######## morse_keyer ########
### Where the registers sit, morse_keyer

Scale: 6 px per um. Other sequential cells in the stronger gray, the rest of the logic in the fainter gray.
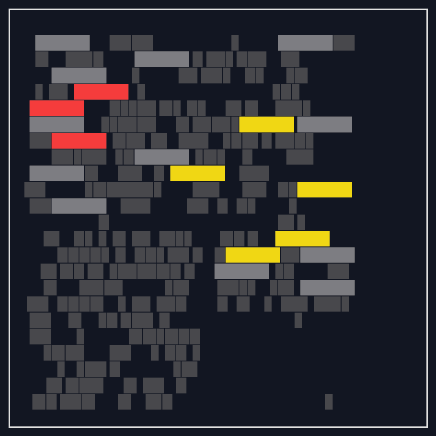

### config.mk
export PLATFORM = sky130hd
export DESIGN_NAME = morse_keyer
export DESIGN_NICKNAME = d
export VERILOG_FILES = /design/src/rtl/morse_keyer_pkg.sv /design/src/rtl/morse_rom.sv /design/src/rtl/morse_keyer.sv
export SDC_FILE = /design/constraint.sdc
export NUM_CORES = 1
export LEC_CHECK = 0
export CAP_MARGIN = 5
export CORE_MARGIN = 2
export CORE_UTILIZATION = 40
export DETAILED_ROUTE_END_ITERATION = 8
export MAX_ROUTING_LAYER = met4
export PLACE_DENSITY_LB_ADDON = 0.3
export RECOVER_POWER = 25
export SLEW_MARGIN = 10
export SYNTH_ARGS = -nofsm -noshare
export SYNTH_HDL_FRONTEND = slang
export SYNTH_SLANG_ARGS = --single-unit
export TNS_END_PERCENT = 1
### constraint.sdc
create_clock -name CLK -period 5.3 [get_ports CLK]
set_input_delay 0.795 -clock CLK [delete_from_list [all_inputs] [get_ports CLK]]
set_output_delay 0.795 -clock CLK [all_outputs]
set_load 0.01 [all_outputs]
### src/rtl/morse_keyer_pkg.sv
// Shared types and constants for the Morse keyer: state encoding, symbol codes,
// default unit counts and the ROM entry layout.
package morse_keyer_pkg;

  localparam int unsigned SYM_W  = 6;
  localparam int unsigned CNT_W  = 3;
  localparam int unsigned LEN_W  = 3;
  localparam int unsigned PAT_W  = 5;
  localparam int unsigned TONE_W = 16;

  typedef enum logic [2:0] {
    IDLE  = 3'd0,
    ALIGN = 3'd1,
    MARK  = 3'd2,
    EGAP  = 3'd3,
    LGAP  = 3'd4,
    WGAP  = 3'd5
  } state_t;

  localparam logic [SYM_W-1:0] SYM_SPACE     = SYM_W'(36);
  localparam logic [SYM_W-1:0] SYM_MAX_VALID = SYM_W'(36);

  localparam int unsigned DASH_UNITS_DEF = 3;
  localparam int unsigned LGAP_UNITS_DEF = 3;
  localparam int unsigned WGAP_UNITS_DEF = 4;
  localparam int unsigned TONE_DIV_DEF   = 50000;

  // pat is left-justified: element i of a len-element code sits at bit PAT_W-1-i
  typedef struct packed {
    logic             valid;
    logic             is_space;
    logic [LEN_W-1:0] len;
    logic [PAT_W-1:0] pat;
  } rom_entry_t;

endpackage

### src/rtl/morse_rom.sv
// Symbol code to dot/dash pattern lookup (A-Z, 0-9, space); 1 = dash, MSB first.
module morse_rom
  import morse_keyer_pkg::*;
(
  input  logic [SYM_W-1:0] sym,
  output rom_entry_t       entry_c
);

  always_comb begin
    entry_c          = '0;
    entry_c.valid    = (sym <= SYM_MAX_VALID);
    entry_c.is_space = (sym == SYM_SPACE);
    case (sym)
      6'd0:  {entry_c.len, entry_c.pat} = {3'd2, 5'b01000}; // A
      6'd1:  {entry_c.len, entry_c.pat} = {3'd4, 5'b10000}; // B
      6'd2:  {entry_c.len, entry_c.pat} = {3'd4, 5'b10100}; // C
      6'd3:  {entry_c.len, entry_c.pat} = {3'd3, 5'b10000}; // D
      6'd4:  {entry_c.len, entry_c.pat} = {3'd1, 5'b00000}; // E
      6'd5:  {entry_c.len, entry_c.pat} = {3'd4, 5'b00100}; // F
      6'd6:  {entry_c.len, entry_c.pat} = {3'd3, 5'b11000}; // G
      6'd7:  {entry_c.len, entry_c.pat} = {3'd4, 5'b00000}; // H
      6'd8:  {entry_c.len, entry_c.pat} = {3'd2, 5'b00000}; // I
      6'd9:  {entry_c.len, entry_c.pat} = {3'd4, 5'b01110}; // J
      6'd10: {entry_c.len, entry_c.pat} = {3'd3, 5'b10100}; // K
      6'd11: {entry_c.len, entry_c.pat} = {3'd4, 5'b01000}; // L
      6'd12: {entry_c.len, entry_c.pat} = {3'd2, 5'b11000}; // M
      6'd13: {entry_c.len, entry_c.pat} = {3'd2, 5'b10000}; // N
      6'd14: {entry_c.len, entry_c.pat} = {3'd3, 5'b11100}; // O
      6'd15: {entry_c.len, entry_c.pat} = {3'd4, 5'b01100}; // P
      6'd16: {entry_c.len, entry_c.pat} = {3'd4, 5'b11010}; // Q
      6'd17: {entry_c.len, entry_c.pat} = {3'd3, 5'b01000}; // R
      6'd18: {entry_c.len, entry_c.pat} = {3'd3, 5'b00000}; // S
      6'd19: {entry_c.len, entry_c.pat} = {3'd1, 5'b10000}; // T
      6'd20: {entry_c.len, entry_c.pat} = {3'd3, 5'b00100}; // U
      6'd21: {entry_c.len, entry_c.pat} = {3'd4, 5'b00010}; // V
      6'd22: {entry_c.len, entry_c.pat} = {3'd3, 5'b01100}; // W
      6'd23: {entry_c.len, entry_c.pat} = {3'd4, 5'b10010}; // X
      6'd24: {entry_c.len, entry_c.pat} = {3'd4, 5'b10110}; // Y
      6'd25: {entry_c.len, entry_c.pat} = {3'd4, 5'b11000}; // Z
      6'd26: {entry_c.len, entry_c.pat} = {3'd5, 5'b11111}; // 0
      6'd27: {entry_c.len, entry_c.pat} = {3'd5, 5'b01111}; // 1
      6'd28: {entry_c.len, entry_c.pat} = {3'd5, 5'b00111}; // 2
      6'd29: {entry_c.len, entry_c.pat} = {3'd5, 5'b00011}; // 3
      6'd30: {entry_c.len, entry_c.pat} = {3'd5, 5'b00001}; // 4
      6'd31: {entry_c.len, entry_c.pat} = {3'd5, 5'b00000}; // 5
      6'd32: {entry_c.len, entry_c.pat} = {3'd5, 5'b10000}; // 6
      6'd33: {entry_c.len, entry_c.pat} = {3'd5, 5'b11000}; // 7
      6'd34: {entry_c.len, entry_c.pat} = {3'd5, 5'b11100}; // 8
      6'd35: {entry_c.len, entry_c.pat} = {3'd5, 5'b11110}; // 9
      default: ;
    endcase
  end

endmodule

### src/rtl/morse_keyer.sv
// Morse keying engine: one symbol per valid/ready handshake, timed in CLK_2 units.
// Optional tone output enabled by defining MORSE_KEYER_BUZZER_EN.
module morse_keyer
  import morse_keyer_pkg::*;
#(
  parameter int unsigned DASH_UNITS = DASH_UNITS_DEF,
  parameter int unsigned LGAP_UNITS = LGAP_UNITS_DEF,
  parameter int unsigned WGAP_UNITS = WGAP_UNITS_DEF,
  parameter int unsigned TONE_DIV   = TONE_DIV_DEF
) (
  input  logic             CLK,
  input  logic             RST,
  input  logic             CLK_2,
  input  logic [SYM_W-1:0] SYM,
  input  logic             VALID,
  output logic             READY,
  output logic             MORSE_OUT,
  output logic             BUSY,
  output logic             ERR,
  output logic             BUZZER
);

  localparam logic [CNT_W-1:0] DASH_CNT = CNT_W'(DASH_UNITS);
  localparam logic [CNT_W-1:0] LGAP_CNT = CNT_W'(LGAP_UNITS);
  localparam logic [CNT_W-1:0] WGAP_CNT = CNT_W'(WGAP_UNITS);
  localparam logic [CNT_W-1:0] ONE_CNT  = CNT_W'(1);

  if (DASH_UNITS == 0 || DASH_UNITS > 7 || LGAP_UNITS == 0 || LGAP_UNITS > 7 ||
      WGAP_UNITS == 0 || WGAP_UNITS > 7 || TONE_DIV == 0 || TONE_DIV > 65536) begin : g_bad_param
    $error("morse_keyer: parameter out of range");
  end

  state_t           state_q, state_d;
  logic [CNT_W-1:0] cnt_q, cnt_d;
  logic [LEN_W-1:0] len_q, len_d;
  logic [PAT_W-1:0] pat_q, pat_d;
  logic             space_q, space_d;
  logic             err_d;
  logic             c2_q;
  logic             tick_c;
  logic             handshake_c;
  rom_entry_t       rom_c;

  morse_rom u_rom (
    .sym     (SYM),
    .entry_c (rom_c)
  );

  assign tick_c      = CLK_2 & ~c2_q;
  assign handshake_c = VALID & READY;

  // next-state and next-output logic
  always_comb begin
    state_d = state_q;
    cnt_d   = cnt_q;
    len_d   = len_q;
    pat_d   = pat_q;
    space_d = space_q;
    err_d   = 1'b0;
    case (state_q)
      IDLE: begin
        if (handshake_c) begin
          if (!rom_c.valid) begin
            err_d = 1'b1;
          end else begin
            state_d = ALIGN;
            len_d   = rom_c.len;
            pat_d   = rom_c.pat;
            space_d = rom_c.is_space;
          end
        end
      end
      ALIGN: begin
        if (tick_c) begin
          if (space_q) begin
            state_d = WGAP;
            cnt_d   = WGAP_CNT;
          end else begin
            state_d = MARK;
            cnt_d   = pat_q[PAT_W-1] ? DASH_CNT : ONE_CNT;
          end
        end
      end
      MARK: begin
        if (tick_c) begin
          if (cnt_q == ONE_CNT) begin
            if (len_q > LEN_W'(1)) begin
              state_d = EGAP;
              cnt_d   = ONE_CNT;
            end else begin
              state_d = LGAP;
              cnt_d   = LGAP_CNT;
            end
          end else begin
            cnt_d = cnt_q - ONE_CNT;
          end
        end
      end
      EGAP: begin
        if (tick_c) begin
          if (cnt_q == ONE_CNT) begin
            // pat_q[PAT_W-2] becomes the head element once shifted
            state_d = MARK;
            pat_d   = {pat_q[PAT_W-2:0], 1'b0};
            len_d   = len_q - LEN_W'(1);
            cnt_d   = pat_q[PAT_W-2] ? DASH_CNT : ONE_CNT;
          end else begin
            cnt_d = cnt_q - ONE_CNT;
          end
        end
      end
      LGAP, WGAP: begin
        if (tick_c) begin
          if (cnt_q == ONE_CNT) begin
            state_d = IDLE;
          end else begin
            cnt_d = cnt_q - ONE_CNT;
          end
        end
      end
      default: state_d = IDLE;
    endcase
  end

  always_ff @(posedge CLK or negedge RST) begin
    if (!RST) begin
      state_q   <= IDLE;
      cnt_q     <= '0;
      len_q     <= '0;
      pat_q     <= '0;
      space_q   <= 1'b0;
      c2_q      <= 1'b0;
      READY     <= 1'b0;
      MORSE_OUT <= 1'b0;
      BUSY      <= 1'b0;
      ERR       <= 1'b0;
    end else begin
      state_q   <= state_d;
      cnt_q     <= cnt_d;
      len_q     <= len_d;
      pat_q     <= pat_d;
      space_q   <= space_d;
      c2_q      <= CLK_2;
      READY     <= (state_d == IDLE);
      MORSE_OUT <= (state_d == MARK);
      BUSY      <= (state_d != IDLE);
      ERR       <= err_d;
    end
  end

`ifdef MORSE_KEYER_BUZZER_EN
  localparam logic [TONE_W-1:0] TONE_LAST = TONE_W'(TONE_DIV - 1);

  logic [TONE_W-1:0] tone_cnt_q;
  logic              tone_q;

  // tone runs only while keyed and restarts from a known phase on each mark
  always_ff @(posedge CLK or negedge RST) begin
    if (!RST) begin
      tone_cnt_q <= '0;
      tone_q     <= 1'b0;
    end else if (!MORSE_OUT) begin
      tone_cnt_q <= '0;
      tone_q     <= 1'b0;
    end else if (tone_cnt_q == TONE_LAST) begin
      tone_cnt_q <= '0;
      tone_q     <= ~tone_q;
    end else begin
      tone_cnt_q <= tone_cnt_q + TONE_W'(1);
    end
  end

  assign BUZZER = tone_q;
`else
  assign BUZZER = 1'b0;
`endif

endmodule

######## spi_slave_mw ########
[config.mk]
export PLATFORM = sky130hd
export DESIGN_NAME = spi_slave_mw
export DESIGN_NICKNAME = d
export VERILOG_FILES = /design/src/rtl/spi_pkg.sv /design/src/rtl/spi_sync.sv /design/src/rtl/spi_slave_mw.sv
export SDC_FILE = /design/constraint.sdc
export NUM_CORES = 1
export LEC_CHECK = 0
export CORE_MARGIN = 5
export CORE_UTILIZATION = 30
export DETAILED_ROUTE_END_ITERATION = 8
export PLACE_DENSITY_LB_ADDON = 0.05
export SYNTH_ARGS = -nofsm -noshare
export SYNTH_HDL_FRONTEND = slang
export SYNTH_HIERARCHICAL = 1
export SYNTH_SLANG_ARGS = --single-unit
[constraint.sdc]
create_clock -name clk -period 3.1 [get_ports clk]
set_input_delay 0.465 -clock clk [delete_from_list [all_inputs] [get_ports clk]]
set_output_delay 0.465 -clock clk [all_outputs]
set_load 0.02 [all_outputs]
[src/rtl/spi_pkg.sv]
// rtl/spi_pkg.sv - shared types, SPI mode encodings and helper functions for spi_slave_mw
package spi_pkg;

    localparam logic [1:0] SPI_MODE0 = 2'b00;
    localparam logic [1:0] SPI_MODE1 = 2'b01;
    localparam logic [1:0] SPI_MODE2 = 2'b10;
    localparam logic [1:0] SPI_MODE3 = 2'b11;

    localparam logic [7:0] CRC8_POLY = 8'h07;

    typedef enum logic {
        ST_IDLE,
        ST_ACTIVE
    } frame_state_t;

    // Modes 0 and 3 sample on the rising SCK edge, modes 1 and 2 on the falling one.
    function automatic logic spi_sample_on_rise(input logic cpol, input logic cpha);
        logic r;
        case ({cpol, cpha})
            SPI_MODE0, SPI_MODE3: r = 1'b1;
            SPI_MODE1, SPI_MODE2: r = 1'b0;
            default:              r = 1'b1;
        endcase
        return r;
    endfunction

    // Folds the low `width` bits of data into the CRC, most significant bit first.
    function automatic logic [7:0] crc8_word(input logic [7:0] crc, input logic [31:0] data,
                                             input int width);
        logic [7:0] c;
        logic       fb;
        c = crc;
        for (int i = 31; i >= 0; i--) begin
            if (i < width) begin
                fb = c[7] ^ data[i];
                c  = {c[6:0], 1'b0} ^ (fb ? CRC8_POLY : 8'h00);
            end
        end
        return c;
    endfunction

endpackage

[src/rtl/spi_sync.sv]
// rtl/spi_sync.sv - multi-flop synchroniser with one-cycle-delayed copy for edge detection
module spi_sync
    import spi_pkg::*;
#(
    parameter int   DEPTH   = 2,
    parameter logic RST_VAL = 1'b0
) (
    input  logic clk,
    input  logic rst,
    input  logic d,
    output logic q,
    output logic rise,
    output logic fall
);

    logic [DEPTH-1:0] sr;
    logic             prev;

    always_ff @(posedge clk) begin
        if (!rst) begin
            sr   <= {DEPTH{RST_VAL}};
            prev <= RST_VAL;
        end else begin
            sr   <= {sr[DEPTH-2:0], d};
            prev <= sr[DEPTH-1];
        end
    end

    assign q    = sr[DEPTH-1];
    assign rise = q & ~prev;
    assign fall = ~q & prev;

endmodule

[src/rtl/spi_slave_mw.sv]
// rtl/spi_slave_mw.sv - multi-word SPI slave, all CPOL/CPHA modes, oversampled in the clk domain
// Optional per-frame CRC-8 over received words when SPI_SLAVE_MW_CRC_EN is defined.
module spi_slave_mw
    import spi_pkg::*;
#(
    parameter int WORD_W      = 8,
    parameter bit CPOL        = 1'b0,
    parameter bit CPHA        = 1'b0,
    parameter bit MSB_FIRST   = 1'b1,
    parameter int SYNC_STAGES = 2
) (
    input  logic              clk,
    input  logic              rst,
    input  logic              sck,
    input  logic              ss_n,
    input  logic              mosi,
    output logic              miso,
    input  logic [WORD_W-1:0] tx_data,
    input  logic              tx_valid,
    output logic              tx_ready,
    output logic [WORD_W-1:0] rx_data,
    output logic              rx_valid,
    output logic              frame_active,
    output logic              frame_done,
    output logic              frame_err,
    output logic              tx_underrun
`ifdef SPI_SLAVE_MW_CRC_EN
    ,
    output logic [7:0]        crc8
`endif
);

    localparam bit          SAMPLE_RISE = spi_sample_on_rise(CPOL, CPHA);
    localparam int          CNT_W       = $clog2(WORD_W);
    localparam [CNT_W-1:0]  LAST_BIT    = CNT_W'(WORD_W - 1);

    logic sck_s, sck_rise, sck_fall;
    logic ss_s, ss_rise, ss_fall;
    logic mosi_s, mosi_unused_rise, mosi_unused_fall;

    spi_sync #(.DEPTH(SYNC_STAGES), .RST_VAL(CPOL)) u_sck_sync (
        .clk(clk), .rst(rst), .d(sck), .q(sck_s), .rise(sck_rise), .fall(sck_fall)
    );
    spi_sync #(.DEPTH(SYNC_STAGES), .RST_VAL(1'b1)) u_ss_sync (
        .clk(clk), .rst(rst), .d(ss_n), .q(ss_s), .rise(ss_rise), .fall(ss_fall)
    );
    spi_sync #(.DEPTH(SYNC_STAGES), .RST_VAL(1'b0)) u_mosi_sync (
        .clk(clk), .rst(rst), .d(mosi), .q(mosi_s), .rise(mosi_unused_rise), .fall(mosi_unused_fall)
    );

    frame_state_t      state_q, state_d;
    logic              do_start, do_end, sck_en;
    logic              sample_edge, shift_edge, do_load;
    logic [CNT_W-1:0]  bit_cnt;
    logic [WORD_W-1:0] tx_sr, rx_sr, rx_next, tx_adv;
    logic              load_pending, skip_first;

    always_ff @(posedge clk) begin
        if (!rst) state_q <= ST_IDLE;
        else      state_q <= state_d;
    end

    // SCK edges only count inside a frame and never in the clk of an ss_n edge.
    always_comb begin
        state_d  = state_q;
        do_start = 1'b0;
        do_end   = 1'b0;
        sck_en   = 1'b0;
        case (state_q)
            ST_IDLE: begin
                if (ss_fall) begin
                    do_start = 1'b1;
                    state_d  = ST_ACTIVE;
                end
            end
            ST_ACTIVE: begin
                if (ss_rise) begin
                    do_end  = 1'b1;
                    state_d = ST_IDLE;
                end else begin
                    sck_en = 1'b1;
                end
            end
        endcase
    end

    assign sample_edge = sck_en & (SAMPLE_RISE ? sck_rise : sck_fall);
    assign shift_edge  = sck_en & (SAMPLE_RISE ? sck_fall : sck_rise);
    assign do_load     = do_start | (shift_edge & load_pending);

    assign rx_next = MSB_FIRST ? {rx_sr[WORD_W-2:0], mosi_s} : {mosi_s, rx_sr[WORD_W-1:1]};
    assign tx_adv  = MSB_FIRST ? {tx_sr[WORD_W-2:0], 1'b0} : {1'b0, tx_sr[WORD_W-1:1]};

    assign frame_active = ~ss_s;
    assign miso         = frame_active & (MSB_FIRST ? tx_sr[WORD_W-1] : tx_sr[0]);

    always_ff @(posedge clk) begin
        if (!rst) begin
            tx_sr        <= '0;
            tx_ready     <= 1'b0;
            tx_underrun  <= 1'b0;
            load_pending <= 1'b0;
            skip_first   <= 1'b0;
        end else begin
            tx_ready    <= 1'b0;
            tx_underrun <= 1'b0;
            if (do_load) begin
                tx_sr        <= tx_valid ? tx_data : '0;
                tx_ready     <= tx_valid;
                tx_underrun  <= ~tx_valid;
                load_pending <= 1'b0;
                skip_first   <= do_start & CPHA;
            end else if (do_end) begin
                tx_sr        <= '0;
                load_pending <= 1'b0;
                skip_first   <= 1'b0;
            end else if (sample_edge && bit_cnt == LAST_BIT) begin
                load_pending <= 1'b1;
            end else if (shift_edge) begin
                // In CPHA=1 the first leading edge of a frame just launches the preloaded MSB/LSB.
                if (skip_first) skip_first <= 1'b0;
                else            tx_sr      <= tx_adv;
            end
        end
    end

    always_ff @(posedge clk) begin
        if (!rst) begin
            bit_cnt    <= '0;
            rx_sr      <= '0;
            rx_data    <= '0;
            rx_valid   <= 1'b0;
            frame_done <= 1'b0;
            frame_err  <= 1'b0;
        end else begin
            rx_valid   <= 1'b0;
            frame_done <= 1'b0;
            frame_err  <= 1'b0;
            if (do_start) begin
                bit_cnt <= '0;
                rx_sr   <= '0;
            end else if (do_end) begin
                frame_done <= 1'b1;
                frame_err  <= (bit_cnt != '0);
                bit_cnt    <= '0;
                rx_sr      <= '0;
            end else if (sample_edge) begin
                rx_sr <= rx_next;
                if (bit_cnt == LAST_BIT) begin
                    rx_data  <= rx_next;
                    rx_valid <= 1'b1;
                    bit_cnt  <= '0;
                end else begin
                    bit_cnt <= bit_cnt + CNT_W'(1);
                end
            end
        end
    end

`ifdef SPI_SLAVE_MW_CRC_EN
    logic [31:0] rx_ext;

    always_comb begin
        rx_ext                 = '0;
        rx_ext[WORD_W-1:0]     = rx_data;
    end

    always_ff @(posedge clk) begin
        if (!rst)          crc8 <= 8'h00;
        else if (do_start) crc8 <= 8'h00;
        else if (rx_valid) crc8 <= crc8_word(crc8, rx_ext, WORD_W);
    end
`endif

endmodule

######## cp0_regfile_flat ########
**config.mk**
```make
export PLATFORM = sky130hd
export DESIGN_NAME = cp0_regfile_flat
export DESIGN_NICKNAME = d
export VERILOG_FILES = /design/src/rtl/cp0_regfile_if.sv /design/src/rtl/cp0_regfile.sv /design/src/flat_wrapper.sv
export SDC_FILE = /design/constraint.sdc
export NUM_CORES = 1
export LEC_CHECK = 0
export CAP_MARGIN = 20
export CORE_MARGIN = 5
export CORE_UTILIZATION = 46
export DETAILED_ROUTE_END_ITERATION = 10
export GPL_TIMING_DRIVEN = 0
export PLACE_DENSITY = 0.78
export SLEW_MARGIN = 20
export SYNTH_ARGS = -nofsm -noshare
export SYNTH_HDL_FRONTEND = slang
export SYNTH_SLANG_ARGS = --single-unit
```
**constraint.sdc**
```tcl
create_clock -name clk -period 3.8 [get_ports clk]
set_input_delay 0.76 -clock clk [delete_from_list [all_inputs] [get_ports clk]]
set_output_delay 0.76 -clock clk [all_outputs]
set_load 0.1 [all_outputs]
```
**src/rtl/cp0_regfile_if.sv**
```systemverilog
// Pipeline-to-CP0 connection: WB-stage writes/exception entry and the ID-stage mfc0 read port.
// Strobe semantics: no valid/ready handshake; wr_cp0op and exc_req are single-cycle commands sampled on every rising edge.
interface cp0_regfile_if;
  logic [2:0]  wr_cp0op;
  logic [4:0]  wr_cs;
  logic [2:0]  wr_sel;
  logic [31:0] wr_data;
  logic [4:0]  id_cs;
  logic [2:0]  id_sel;
  logic [31:0] id_rdata;
  logic        exc_req;
  logic [31:0] exc_pc;
  logic [4:0]  exc_code;
  logic [31:0] epc_out;
  logic        irq_pending;
  logic        status_exl;

  modport master (
    output wr_cp0op, wr_cs, wr_sel, wr_data, id_cs, id_sel, exc_req, exc_pc, exc_code,
    input  id_rdata, epc_out, irq_pending, status_exl
  );

  modport slave (
    input  wr_cp0op, wr_cs, wr_sel, wr_data, id_cs, id_sel, exc_req, exc_pc, exc_code,
    output id_rdata, epc_out, irq_pending, status_exl
  );
endinterface

```
**src/rtl/cp0_regfile.sv**
```systemverilog
// CP0 register file: Count/Compare timer, Status, Cause and EPC with exception entry and eret.
// Same-cycle priority is exception > eret > mtc0; the Count tick and timer match always happen.
module cp0_regfile (
  input  logic            clk,
  input  logic            rst,
  cp0_regfile_if.slave    bus
);
  localparam logic [4:0]  CS_COUNT   = 5'd9;
  localparam logic [4:0]  CS_COMPARE = 5'd11;
  localparam logic [4:0]  CS_STATUS  = 5'd12;
  localparam logic [4:0]  CS_CAUSE   = 5'd13;
  localparam logic [4:0]  CS_EPC     = 5'd14;
  localparam logic [31:0] STATUS_WMASK = 32'h0000_FF03;

  logic [31:0] count_q, compare_q, status_q, cause_q, epc_q;
  logic [31:0] cause_d;
  logic        do_exc, do_eret, do_mtc0, timer_hit;

  assign do_exc    = bus.exc_req;
  assign do_eret   = !bus.exc_req && (bus.wr_cp0op == 3'b100);
  assign do_mtc0   = !bus.exc_req && (bus.wr_cp0op == 3'b010) && (bus.wr_sel == 3'd0);
  assign timer_hit = (count_q == compare_q);

  // A timer match in the same cycle as an mtc0 Compare leaves IP7 set.
  always_comb begin
    cause_d = cause_q;
    if (do_exc)
      cause_d[6:2] = bus.exc_code;
    else if (do_mtc0 && bus.wr_cs == CS_CAUSE)
      cause_d[9:8] = bus.wr_data[9:8];
    else if (do_mtc0 && bus.wr_cs == CS_COMPARE)
      cause_d[15] = 1'b0;
    if (timer_hit)
      cause_d[15] = 1'b1;
  end

  always_ff @(posedge clk or posedge rst) begin
    if (rst) begin
      count_q   <= 32'h0;
      compare_q <= 32'hFFFF_FFFF;
      status_q  <= 32'h0000_0002;
      cause_q   <= 32'h0;
      epc_q     <= 32'h0;
    end else begin
      count_q <= (do_mtc0 && bus.wr_cs == CS_COUNT) ? bus.wr_data : count_q + 32'd1;
      cause_q <= cause_d;
      if (do_mtc0 && bus.wr_cs == CS_COMPARE)
        compare_q <= bus.wr_data;
      if (do_exc)
        status_q[1] <= 1'b1;
      else if (do_eret)
        status_q[1] <= 1'b0;
      else if (do_mtc0 && bus.wr_cs == CS_STATUS)
        status_q <= (status_q & ~STATUS_WMASK) | (bus.wr_data & STATUS_WMASK);
      // A nested exception (EXL already set) keeps the original return address.
      if (do_exc) begin
        if (!status_q[1])
          epc_q <= bus.exc_pc;
      end else if (do_mtc0 && bus.wr_cs == CS_EPC) begin
        epc_q <= bus.wr_data;
      end
    end
  end

  always_comb begin
    bus.id_rdata = 32'h0;
    if (bus.id_sel == 3'd0) begin
      case (bus.id_cs)
        CS_COUNT:   bus.id_rdata = count_q;
        CS_COMPARE: bus.id_rdata = compare_q;
        CS_STATUS:  bus.id_rdata = status_q;
        CS_CAUSE:   bus.id_rdata = cause_q;
        CS_EPC:     bus.id_rdata = epc_q;
        default:    bus.id_rdata = 32'h0;
      endcase
    end
  end

  assign bus.epc_out     = epc_q;
  assign bus.status_exl  = status_q[1];
  assign bus.irq_pending = (|(cause_q[15:8] & status_q[15:8])) & status_q[0] & ~status_q[1];
endmodule

```
**src/flat_wrapper.sv**
```systemverilog
// flat-port wrapper written by rule: the top's interface ports become plain ports
module cp0_regfile_flat 
  (clk, rst, bus_wr_cp0op, bus_wr_cs, bus_wr_sel, bus_wr_data, bus_id_cs, bus_id_sel, bus_exc_req, bus_exc_pc, bus_exc_code, bus_id_rdata, bus_epc_out, bus_irq_pending, bus_status_exl);
  cp0_regfile_if bus_i ();
  input  logic clk;
  input  logic rst;
  input wire logic [$bits(bus_i.wr_cp0op)-1:0] bus_wr_cp0op;
  input wire logic [$bits(bus_i.wr_cs)-1:0] bus_wr_cs;
  input wire logic [$bits(bus_i.wr_sel)-1:0] bus_wr_sel;
  input wire logic [$bits(bus_i.wr_data)-1:0] bus_wr_data;
  input wire logic [$bits(bus_i.id_cs)-1:0] bus_id_cs;
  input wire logic [$bits(bus_i.id_sel)-1:0] bus_id_sel;
  input wire logic [$bits(bus_i.exc_req)-1:0] bus_exc_req;
  input wire logic [$bits(bus_i.exc_pc)-1:0] bus_exc_pc;
  input wire logic [$bits(bus_i.exc_code)-1:0] bus_exc_code;
  output wire logic [$bits(bus_i.id_rdata)-1:0] bus_id_rdata;
  output wire logic [$bits(bus_i.epc_out)-1:0] bus_epc_out;
  output wire logic [$bits(bus_i.irq_pending)-1:0] bus_irq_pending;
  output wire logic [$bits(bus_i.status_exl)-1:0] bus_status_exl;
  assign bus_i.wr_cp0op = bus_wr_cp0op;
  assign bus_i.wr_cs = bus_wr_cs;
  assign bus_i.wr_sel = bus_wr_sel;
  assign bus_i.wr_data = bus_wr_data;
  assign bus_i.id_cs = bus_id_cs;
  assign bus_i.id_sel = bus_id_sel;
  assign bus_i.exc_req = bus_exc_req;
  assign bus_i.exc_pc = bus_exc_pc;
  assign bus_i.exc_code = bus_exc_code;
  assign bus_id_rdata = bus_i.id_rdata;
  assign bus_epc_out = bus_i.epc_out;
  assign bus_irq_pending = bus_i.irq_pending;
  assign bus_status_exl = bus_i.status_exl;
  cp0_regfile u_core (.clk(clk), .rst(rst), .bus(bus_i));
endmodule
```
######## hfg_stage_accumulator ########
## config.mk

```make
export PLATFORM = sky130hd
export DESIGN_NAME = hfg_stage_accumulator
export DESIGN_NICKNAME = d
export VERILOG_FILES = /design/src/rtl/hfg_pkg.sv /design/src/rtl/hfg_stage_accumulator_weak_select.sv /design/src/rtl/hfg_stage_accumulator.sv
export SDC_FILE = /design/constraint.sdc
export NUM_CORES = 1
export LEC_CHECK = 0
export CORE_AREA = 2 2 121 123
export CTS_BUF_LIST = sky130_fd_sc_hd__clkbuf_4 sky130_fd_sc_hd__clkbuf_8 sky130_fd_sc_hd__clkbuf_16
export DETAILED_ROUTE_END_ITERATION = 8
export DIE_AREA = 0 0 123 125
export PLACE_DENSITY = 0.8
export SYNTH_ARGS = -nofsm -noshare
export SYNTH_HDL_FRONTEND = slang
export SYNTH_HIERARCHICAL = 1
export SYNTH_SLANG_ARGS = --single-unit
```

## constraint.sdc

```tcl
create_clock -name iClk -period 4.4 [get_ports iClk]
set_input_delay 0.44 -clock iClk [delete_from_list [all_inputs] [get_ports iClk]]
set_output_delay 0.44 -clock iClk [all_outputs]
set_load 0.01 [all_outputs]
```

## src/rtl/hfg_pkg.sv

```systemverilog
// Shared widths, FSM encoding and saturation bounds for the cascade stage accumulator.
package hfg_pkg;

  localparam int HFG_VAL_W = 16;
  localparam int HFG_SUM_W = 24;
  localparam int HFG_CNT_W = 10;

  typedef enum logic {
    S_IDLE = 1'b0,
    S_ACC  = 1'b1
  } state_t;

  localparam logic signed [HFG_SUM_W-1:0] SUM_MAX = {1'b0, {(HFG_SUM_W-1){1'b1}}};
  localparam logic signed [HFG_SUM_W-1:0] SUM_MIN = {1'b1, {(HFG_SUM_W-1){1'b0}}};

endpackage

```

## src/rtl/hfg_stage_accumulator_weak_select.sv

```systemverilog
// Weak-classifier select: signed feature/threshold compare, vote mux, registered with valid.
module hfg_weak_select
  import hfg_pkg::*;
#(
  parameter int VAL_W = HFG_VAL_W,
  parameter int SUM_W = HFG_SUM_W
) (
  input  logic                    clk,
  input  logic                    rst_n,
  input  logic                    abort,
  input  logic                    in_vld,
  input  logic signed [31:0]      feature,
  input  logic signed [31:0]      weak_thr,
  input  logic signed [VAL_W-1:0] left_val,
  input  logic signed [VAL_W-1:0] right_val,
  input  logic                    last,
  input  logic signed [SUM_W-1:0] stage_thr,
  output logic                    vld_p1,
  output logic signed [VAL_W-1:0] vote_p1,
  output logic                    last_p1,
  output logic signed [SUM_W-1:0] stage_thr_p1
);

  always_ff @(posedge clk) begin
    if (!rst_n || abort) vld_p1 <= 1'b0;
    else                 vld_p1 <= in_vld;
  end

  // P1: data registers carry no reset; they are only observed while vld_p1 is set
  always_ff @(posedge clk) begin
    if (in_vld) begin
      vote_p1      <= (feature < weak_thr) ? left_val : right_val;
      last_p1      <= last;
      stage_thr_p1 <= stage_thr;
    end
  end

endmodule

```

## src/rtl/hfg_stage_accumulator.sv

```systemverilog
// Cascade stage accumulator: sums weak votes and emits a pass/fail strobe on the last feature.
// Optional accumulator saturation is enabled by defining HFG_STAGE_SAT_EN.
module hfg_stage_accumulator
  import hfg_pkg::*;
#(
  parameter int VAL_W = HFG_VAL_W,
  parameter int SUM_W = HFG_SUM_W,
  parameter int CNT_W = HFG_CNT_W
) (
  input  logic                    iClk,
  input  logic                    iReset_n,
  input  logic                    iFeature_Valid,
  input  logic signed [31:0]      iFeature,
  input  logic signed [31:0]      iWeak_Thr,
  input  logic signed [VAL_W-1:0] iLeft_Val,
  input  logic signed [VAL_W-1:0] iRight_Val,
  input  logic                    iLast,
  input  logic signed [SUM_W-1:0] iStage_Thr,
  input  logic                    iAbort,
  output logic                    oBusy,
  output logic                    oStage_Valid,
  output logic                    oStage_Pass,
  output logic signed [SUM_W-1:0] oStage_Sum,
  output logic [CNT_W-1:0]        oFeature_Cnt,
  output logic                    oSat
);

  logic                    vld_p1;
  logic signed [VAL_W-1:0] vote_p1;
  logic                    last_p1;
  logic signed [SUM_W-1:0] stage_thr_p1;

  state_t                  state, state_nxt;
  logic signed [SUM_W-1:0] acc;
  logic [CNT_W-1:0]        cnt;
  logic signed [SUM_W-1:0] sum_next;
  logic [CNT_W-1:0]        cnt_next;

  function automatic logic [CNT_W-1:0] cnt_inc(input logic [CNT_W-1:0] c);
    return (c == {CNT_W{1'b1}}) ? c : c + 1'b1;
  endfunction

  hfg_weak_select #(
    .VAL_W(VAL_W),
    .SUM_W(SUM_W)
  ) u_weak_select (
    .clk         (iClk),
    .rst_n       (iReset_n),
    .abort       (iAbort),
    .in_vld      (iFeature_Valid),
    .feature     (iFeature),
    .weak_thr    (iWeak_Thr),
    .left_val    (iLeft_Val),
    .right_val   (iRight_Val),
    .last        (iLast),
    .stage_thr   (iStage_Thr),
    .vld_p1      (vld_p1),
    .vote_p1     (vote_p1),
    .last_p1     (last_p1),
    .stage_thr_p1(stage_thr_p1)
  );

`ifdef HFG_STAGE_SAT_EN
  localparam logic signed [SUM_W-1:0] SAT_MAX = {1'b0, {(SUM_W-1){1'b1}}};
  localparam logic signed [SUM_W-1:0] SAT_MIN = {1'b1, {(SUM_W-1){1'b0}}};

  logic signed [SUM_W:0] sum_wide;
  logic                  clamp_now;
  logic                  sat_flag;
  logic                  sat_out;

  function automatic logic overflows(input logic signed [SUM_W:0] w);
    return w[SUM_W] != w[SUM_W-1];
  endfunction

  function automatic logic signed [SUM_W-1:0] sat_sum(input logic signed [SUM_W:0] w);
    if (!overflows(w)) return w[SUM_W-1:0];
    return w[SUM_W] ? SAT_MIN : SAT_MAX;
  endfunction

  assign sum_wide  = (SUM_W+1)'(acc) + (SUM_W+1)'(vote_p1);
  assign sum_next  = sat_sum(sum_wide);
  assign clamp_now = overflows(sum_wide);

  // Sticky clamp flag for the stage in progress, reported alongside the strobe
  always_ff @(posedge iClk) begin
    if (!iReset_n) begin
      sat_flag <= 1'b0;
      sat_out  <= 1'b0;
    end else if (iAbort) begin
      sat_flag <= 1'b0;
    end else if (vld_p1) begin
      if (last_p1) begin
        sat_out  <= sat_flag | clamp_now;
        sat_flag <= 1'b0;
      end else begin
        sat_flag <= sat_flag | clamp_now;
      end
    end
  end

  assign oSat = sat_out;
`else
  assign sum_next = acc + SUM_W'(vote_p1);
  assign oSat     = 1'b0;
`endif

  assign cnt_next = cnt_inc(cnt);
  assign oBusy    = vld_p1 || (state == S_ACC);

  always_comb begin
    state_nxt = state;
    if (iAbort)      state_nxt = S_IDLE;
    else if (vld_p1) state_nxt = last_p1 ? S_IDLE : S_ACC;
  end

  always_ff @(posedge iClk) begin
    if (!iReset_n) state <= S_IDLE;
    else           state <= state_nxt;
  end

  // P2: accumulate, or close the stage and publish the result
  always_ff @(posedge iClk) begin
    if (!iReset_n) begin
      acc          <= '0;
      cnt          <= '0;
      oStage_Valid <= 1'b0;
      oStage_Pass  <= 1'b0;
      oStage_Sum   <= '0;
      oFeature_Cnt <= '0;
    end else begin
      oStage_Valid <= 1'b0;
      if (iAbort) begin
        acc <= '0;
        cnt <= '0;
      end else if (vld_p1) begin
        if (last_p1) begin
          oStage_Sum   <= sum_next;
          oStage_Pass  <= (sum_next >= stage_thr_p1);
          oFeature_Cnt <= cnt_next;
          oStage_Valid <= 1'b1;
          acc          <= '0;
          cnt          <= '0;
        end else begin
          acc <= sum_next;
          cnt <= cnt_next;
        end
      end
    end
  end

endmodule

```

### Routed metal per tile, cp0_regfile_flat

Scale: 3 px per um. 26 x 26 tiles, from dark purple (low) to yellow (high), scaled to the fullest tile. Values are wire area over tile area, all layers added.
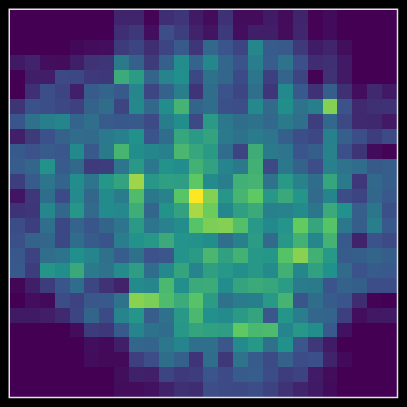
The mean over all tiles is 0.22. 14% of the tiles are nearly empty. The densest ninth of the die: center. 18% of the tiles are over half the peak.

### A small window of the routed layout, cp0_regfile_flat

Region (39, 65) to (89, 115) um. Cells in gray, sequential cells in the stronger gray; small squares are vias.
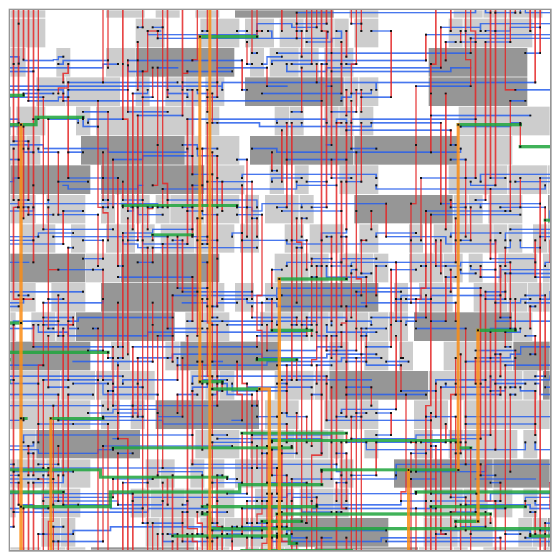
Key: orange = met4; red = met2; green = met3; blue = met1
Netlist names of flops here include `u_core.count_q` (13), `u_core.compare_q` (7), `u_core.bus.epc_out` (3). Sequential cells in the window: 24. Most frequent: nand2_1 (51), xor2_1 (20), dfrtp_1 (17). 206 logic cells have their middle in the window.

==> impl_metrics.env, cp0_regfile_flat <==
# source this file to load flow results
export IMPL_status="finished clean"
export IMPL_p_leak_nw=3.686
export IMPL_n_all_inverters=6
export IMPL_fin_nets=991
export IMPL_logic_gates=551
export IMPL_edf_count=0
export IMPL_p_clk_mw=1.54
export IMPL_grt_start_max_net_pins=75
export IMPL_area_growth_pct=37.51
export IMPL_crit_chain="clkdlybuf4s50_1 -> nand3b_1 -> clkbuf_1 -> o2bb2ai_1 -> nor2b_1 -> clkbuf_4"
export IMPL_sw_frac_of_total=0.3721
export IMPL_num_vias=6316
export IMPL_layout_min_cycle_time_ns=3.698
export IMPL_power_frac_comb=0.299
export IMPL_async_reset_ff_frac=1.000
export IMPL_synth_seq_share=0.4447
export IMPL_sh_comb_area=0.3894
export IMPL_rsz0062_at_grt="false"
export IMPL_ff_type="dfrtp_1"
export IMPL_arrival_ns=2.94
export IMPL_comb_power_mw=1.28
export IMPL_cp_buffers_inverters=3
export IMPL_synth_area_top_cells="dfrtp_1 31%, dfstp_2 13%, nand2_1 9.9%"
export IMPL_cts_resized=197
export IMPL_fillers=1186
export IMPL_required_ns=3.04
export IMPL_synth_area_um2=6507
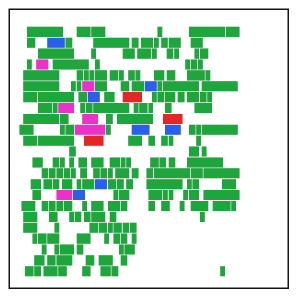
*Drive-strength map, morse_keyer*
Scale: 4 px per um.
Key: red = drive 6 and up [cells 3, share 1.4%]; magenta = drive 3 to 4 [cells 6, share 2.7%]; green = drive 1 or less [cells 203, share 93%]; blue = drive 2 [cells 7, share 3.2%]
Final Instance Area: 1848 um2
nonclk buf count: 13
Setup WS post-layout: 2.336 ns
Synth-to-Final Area Change: 8.047%

Notes on 'Where the registers sit' of morse_keyer above:
Key: red = `state_q` [placed flops 3]; yellow = `pat_q` [placed flops 5]
Seq power: 270 uW
final design utilization: 0.4554
flop share of the area: 0.2708

==> impl_metrics.env, morse_keyer <==
# source this file to load flow results
export IMPL_crit_chain="clkdlybuf4s50_1 -> o21ai_1 -> o21ai_2 -> nor4_4 -> o22ai_2 -> o32a_1"
export IMPL_wl_met1_um=1885
export IMPL_clkCellAreaFrac=0.02234
export IMPL_met1_usage=0.2457
export IMPL_antenna_cells=0
export IMPL_buffer_area_frac=0.07041
export IMPL_grt_start_max_net_pins=23
export IMPL_cts_tree="built"
export IMPL_r2r_setup_slack_ns=3.15
export IMPL_fin_skew_ns=0.004150
export IMPL_largest_class="multi-input combinational cells"
export IMPL_p_sw_uw=309.3
export IMPL_hp_start="cnt_q[1]"
export IMPL_hold_ws_ns=0.4929
export IMPL_setup_viol=0
export IMPL_cts_hold_repair_buffers=0
export IMPL_dp_slack_ns=2.069
export IMPL_grtUsageMet2=0.2350
export IMPL_use_met3=0.02616
export IMPL_flops=20
export IMPL_fmax_mhz=337.4
export IMPL_status="finished clean"
export IMPL_num_vias=1530
export IMPL_largest_reg_flops=5
export IMPL_ys_chip_area_um2=1710
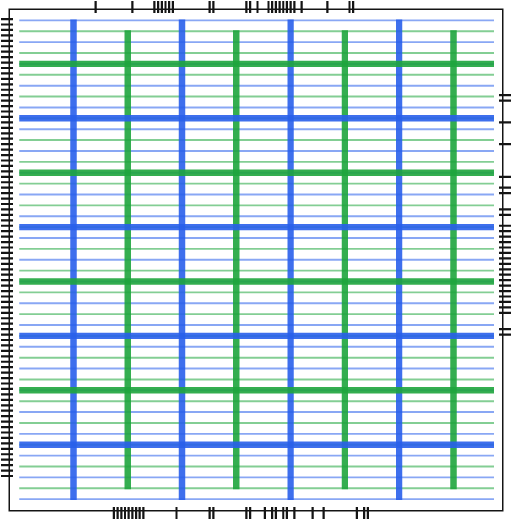
*Floorplan with the power grid, hfg_stage_accumulator*
Scale: 4 px per um. Pins as bars on the die edge.
Key: green = VDD; blue = VSS
The core has 44 rows. 45 met1 rails follow the rows. 163 signal pins sit on the boundary. 8 straps on met4.

### Routed metal per tile, hfg_stage_accumulator

Scale: 3 px per um. 25 x 25 tiles, from dark purple (low) to yellow (high), scaled to the fullest tile. Values are wire area over tile area, all layers added.
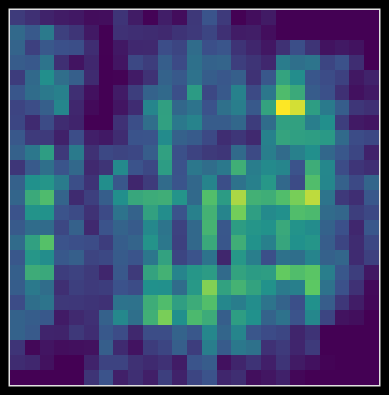
The fullest tile reaches 0.70. The emptiest ninth of the die: north-west. 15% of the tiles are over half the peak. 8.5% of the tiles are nearly empty. The mean over all tiles is 0.20.
DR WL/cell: 16.58 um
Routed WL: 18490 um

==> impl_metrics.env, hfg_stage_accumulator <==
# source this file to load flow results
export IMPL_status="finished clean"
export IMPL_synthCells=761
export IMPL_fin_nets=1123
export IMPL_r2r_setup_slack_ns=0.33
export IMPL_arrival_ns=4.40
export IMPL_core_area_um2=14200
export IMPL_placed_area_um2=8752
export IMPL_tightest_slew_ns=1.012
export IMPL_gr_usage_all_layers=0.2480
export IMPL_grt_pass1_vias=6157
export IMPL_p_sw_uw=773.0
export IMPL_tool_warnings=26
export IMPL_logic_gates=547
export IMPL_stdcell_count=1115
export IMPL_yosys_warnings=6
export IMPL_power_frac_comb=0.176
export IMPL_fmax_mhz=245.8
export IMPL_wl_met1_um=7632
export IMPL_final_layout_size_suffix_gt1_frac=0.08056
export IMPL_layout_top_cells="160 x clkdlybuf4s50_1, 79 x ha_1, 72 x dfxtp_1, 68 x inv_1, 68 x nand2_1"
### Drive-strength map, spi_slave_mw

Scale: 3 px per um.
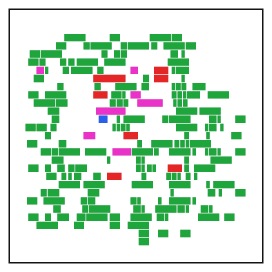
Key: red = drive 6 and up [cells 7, share 3.5%]; magenta = drive 3 to 4 [cells 7, share 3.5%]; green = drive 1 or less [cells 185, share 93%]; blue = drive 2 [cells 1, share 0.50%]
nonclk buf count: 30
Synth-to-Final Area Change: 27.93%
Setup WS post-layout: 1.244 ns
Final Instance Area: 2103 um2

==> impl_metrics.env, spi_slave_mw <==
# source this file to load flow results
export IMPL_setup_viol=0
export IMPL_gp_congestion=0.7184
export IMPL_sh_comb_area=0.3641
export IMPL_power_density_nw_per_um2=506.2
export IMPL_die_h_um=84.03
export IMPL_io_buffer_count=28
export IMPL_n_all_inverters=4
export IMPL_fin_nets=216
export IMPL_r2r_start="u_ss_sync/sr[1]"
export IMPL_hold_ws_ns=0.4148
export IMPL_r2r_setup_slack_ns=1.37
export IMPL_critical_path_max_stage_delay_ns=0.62
export IMPL_final_clkbuf_count=7
export IMPL_p_sw_uw=222.8
export IMPL_power_frac_comb=0.069
export IMPL_endpoint_kind="primary output"
export IMPL_maxSlewHeadroom=0.7255
export IMPL_seq_cell_share=0.3902
export IMPL_min_to="u_ss_sync/sr[1]"
export IMPL_post_drt_via_cell_ratio=4.651
export IMPL_routed_wl_met2_um=1566
export IMPL_cts_hold_repair_buffers=0
export IMPL_clkCellAreaFrac=0.05532
export IMPL_required_ns=2.63
export IMPL_pin_count=29
export IMPL_tap_cell_count=72
export IMPL_status="finished clean"
export IMPL_flop_area_um2=820.8
export IMPL_fmax_mhz=538.8
export IMPL_buffer_area_frac=0.1404


==> layout pictures side by side <==
Placement view.
image #1
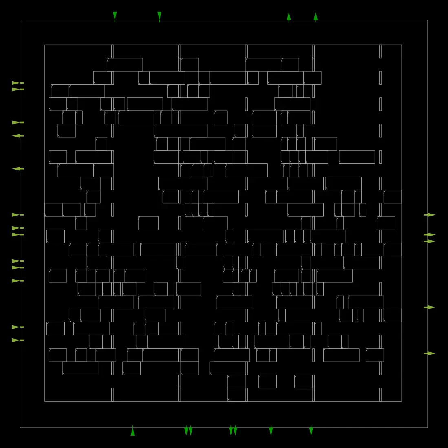
image #2
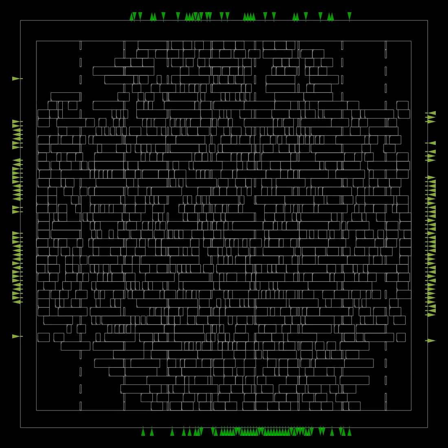
image #3
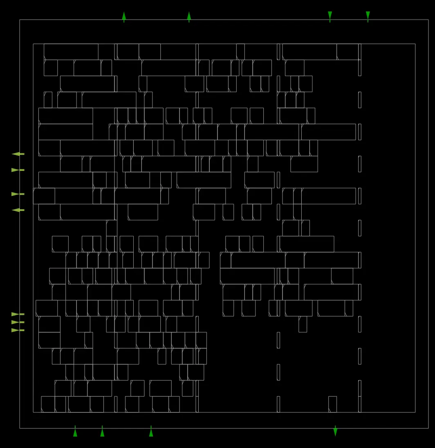
image #4
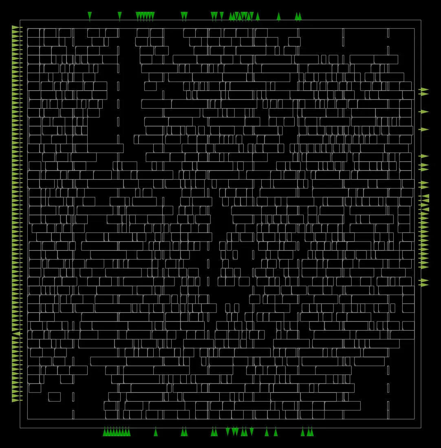
Of these, fewest sequential cells: image #3
Of these, lowest utilization: image #1
Image #2 comes from cp0_regfile_flat.
Image #1 comes from spi_slave_mw.
Image #3 comes from morse_keyer.
Image #4 comes from hfg_stage_accumulator.


==> layout pictures side by side <==
Floorplan with the power grid.
panel A
Scale: 6 px per um. Pins as bars on the die edge.
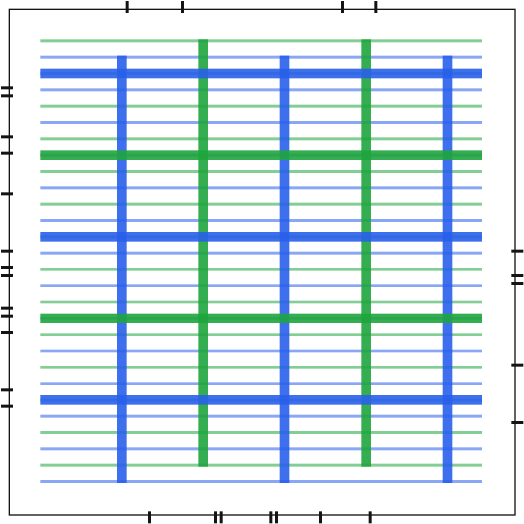
panel B
Scale: 6 px per um. Pins as bars on the die edge.
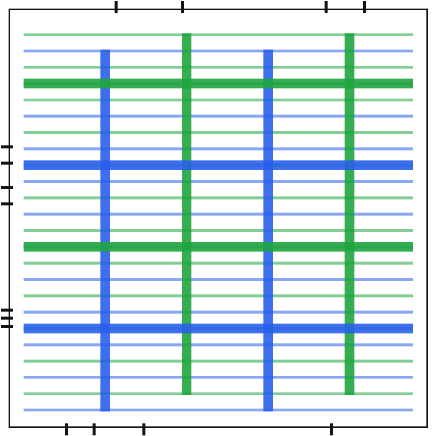
panel C
Scale: 4 px per um. Pins as bars on the die edge.
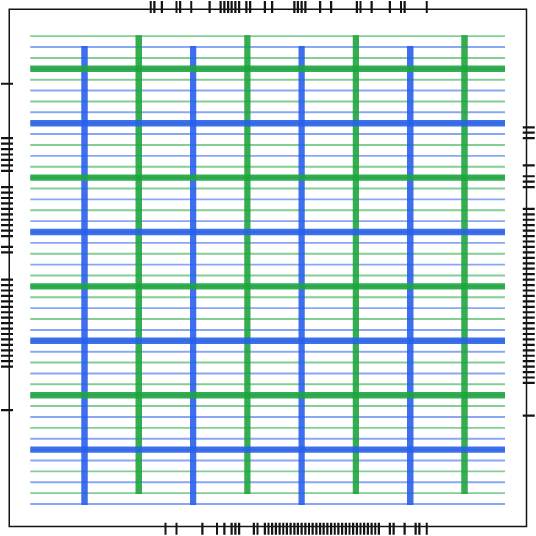
| from | picture |
|---|---|
| spi_slave_mw | panel A |
| cp0_regfile_flat | panel C |
| morse_keyer | panel B |

Key to panel C:
Key: green = VDD; blue = VSS
8 straps on met4. 44 met1 rails follow the rows. 8 straps on met5. The core has 43 rows. 157 signal pins sit on the boundary.

No activity file was given, so power comes from the tool's default toggle rates.
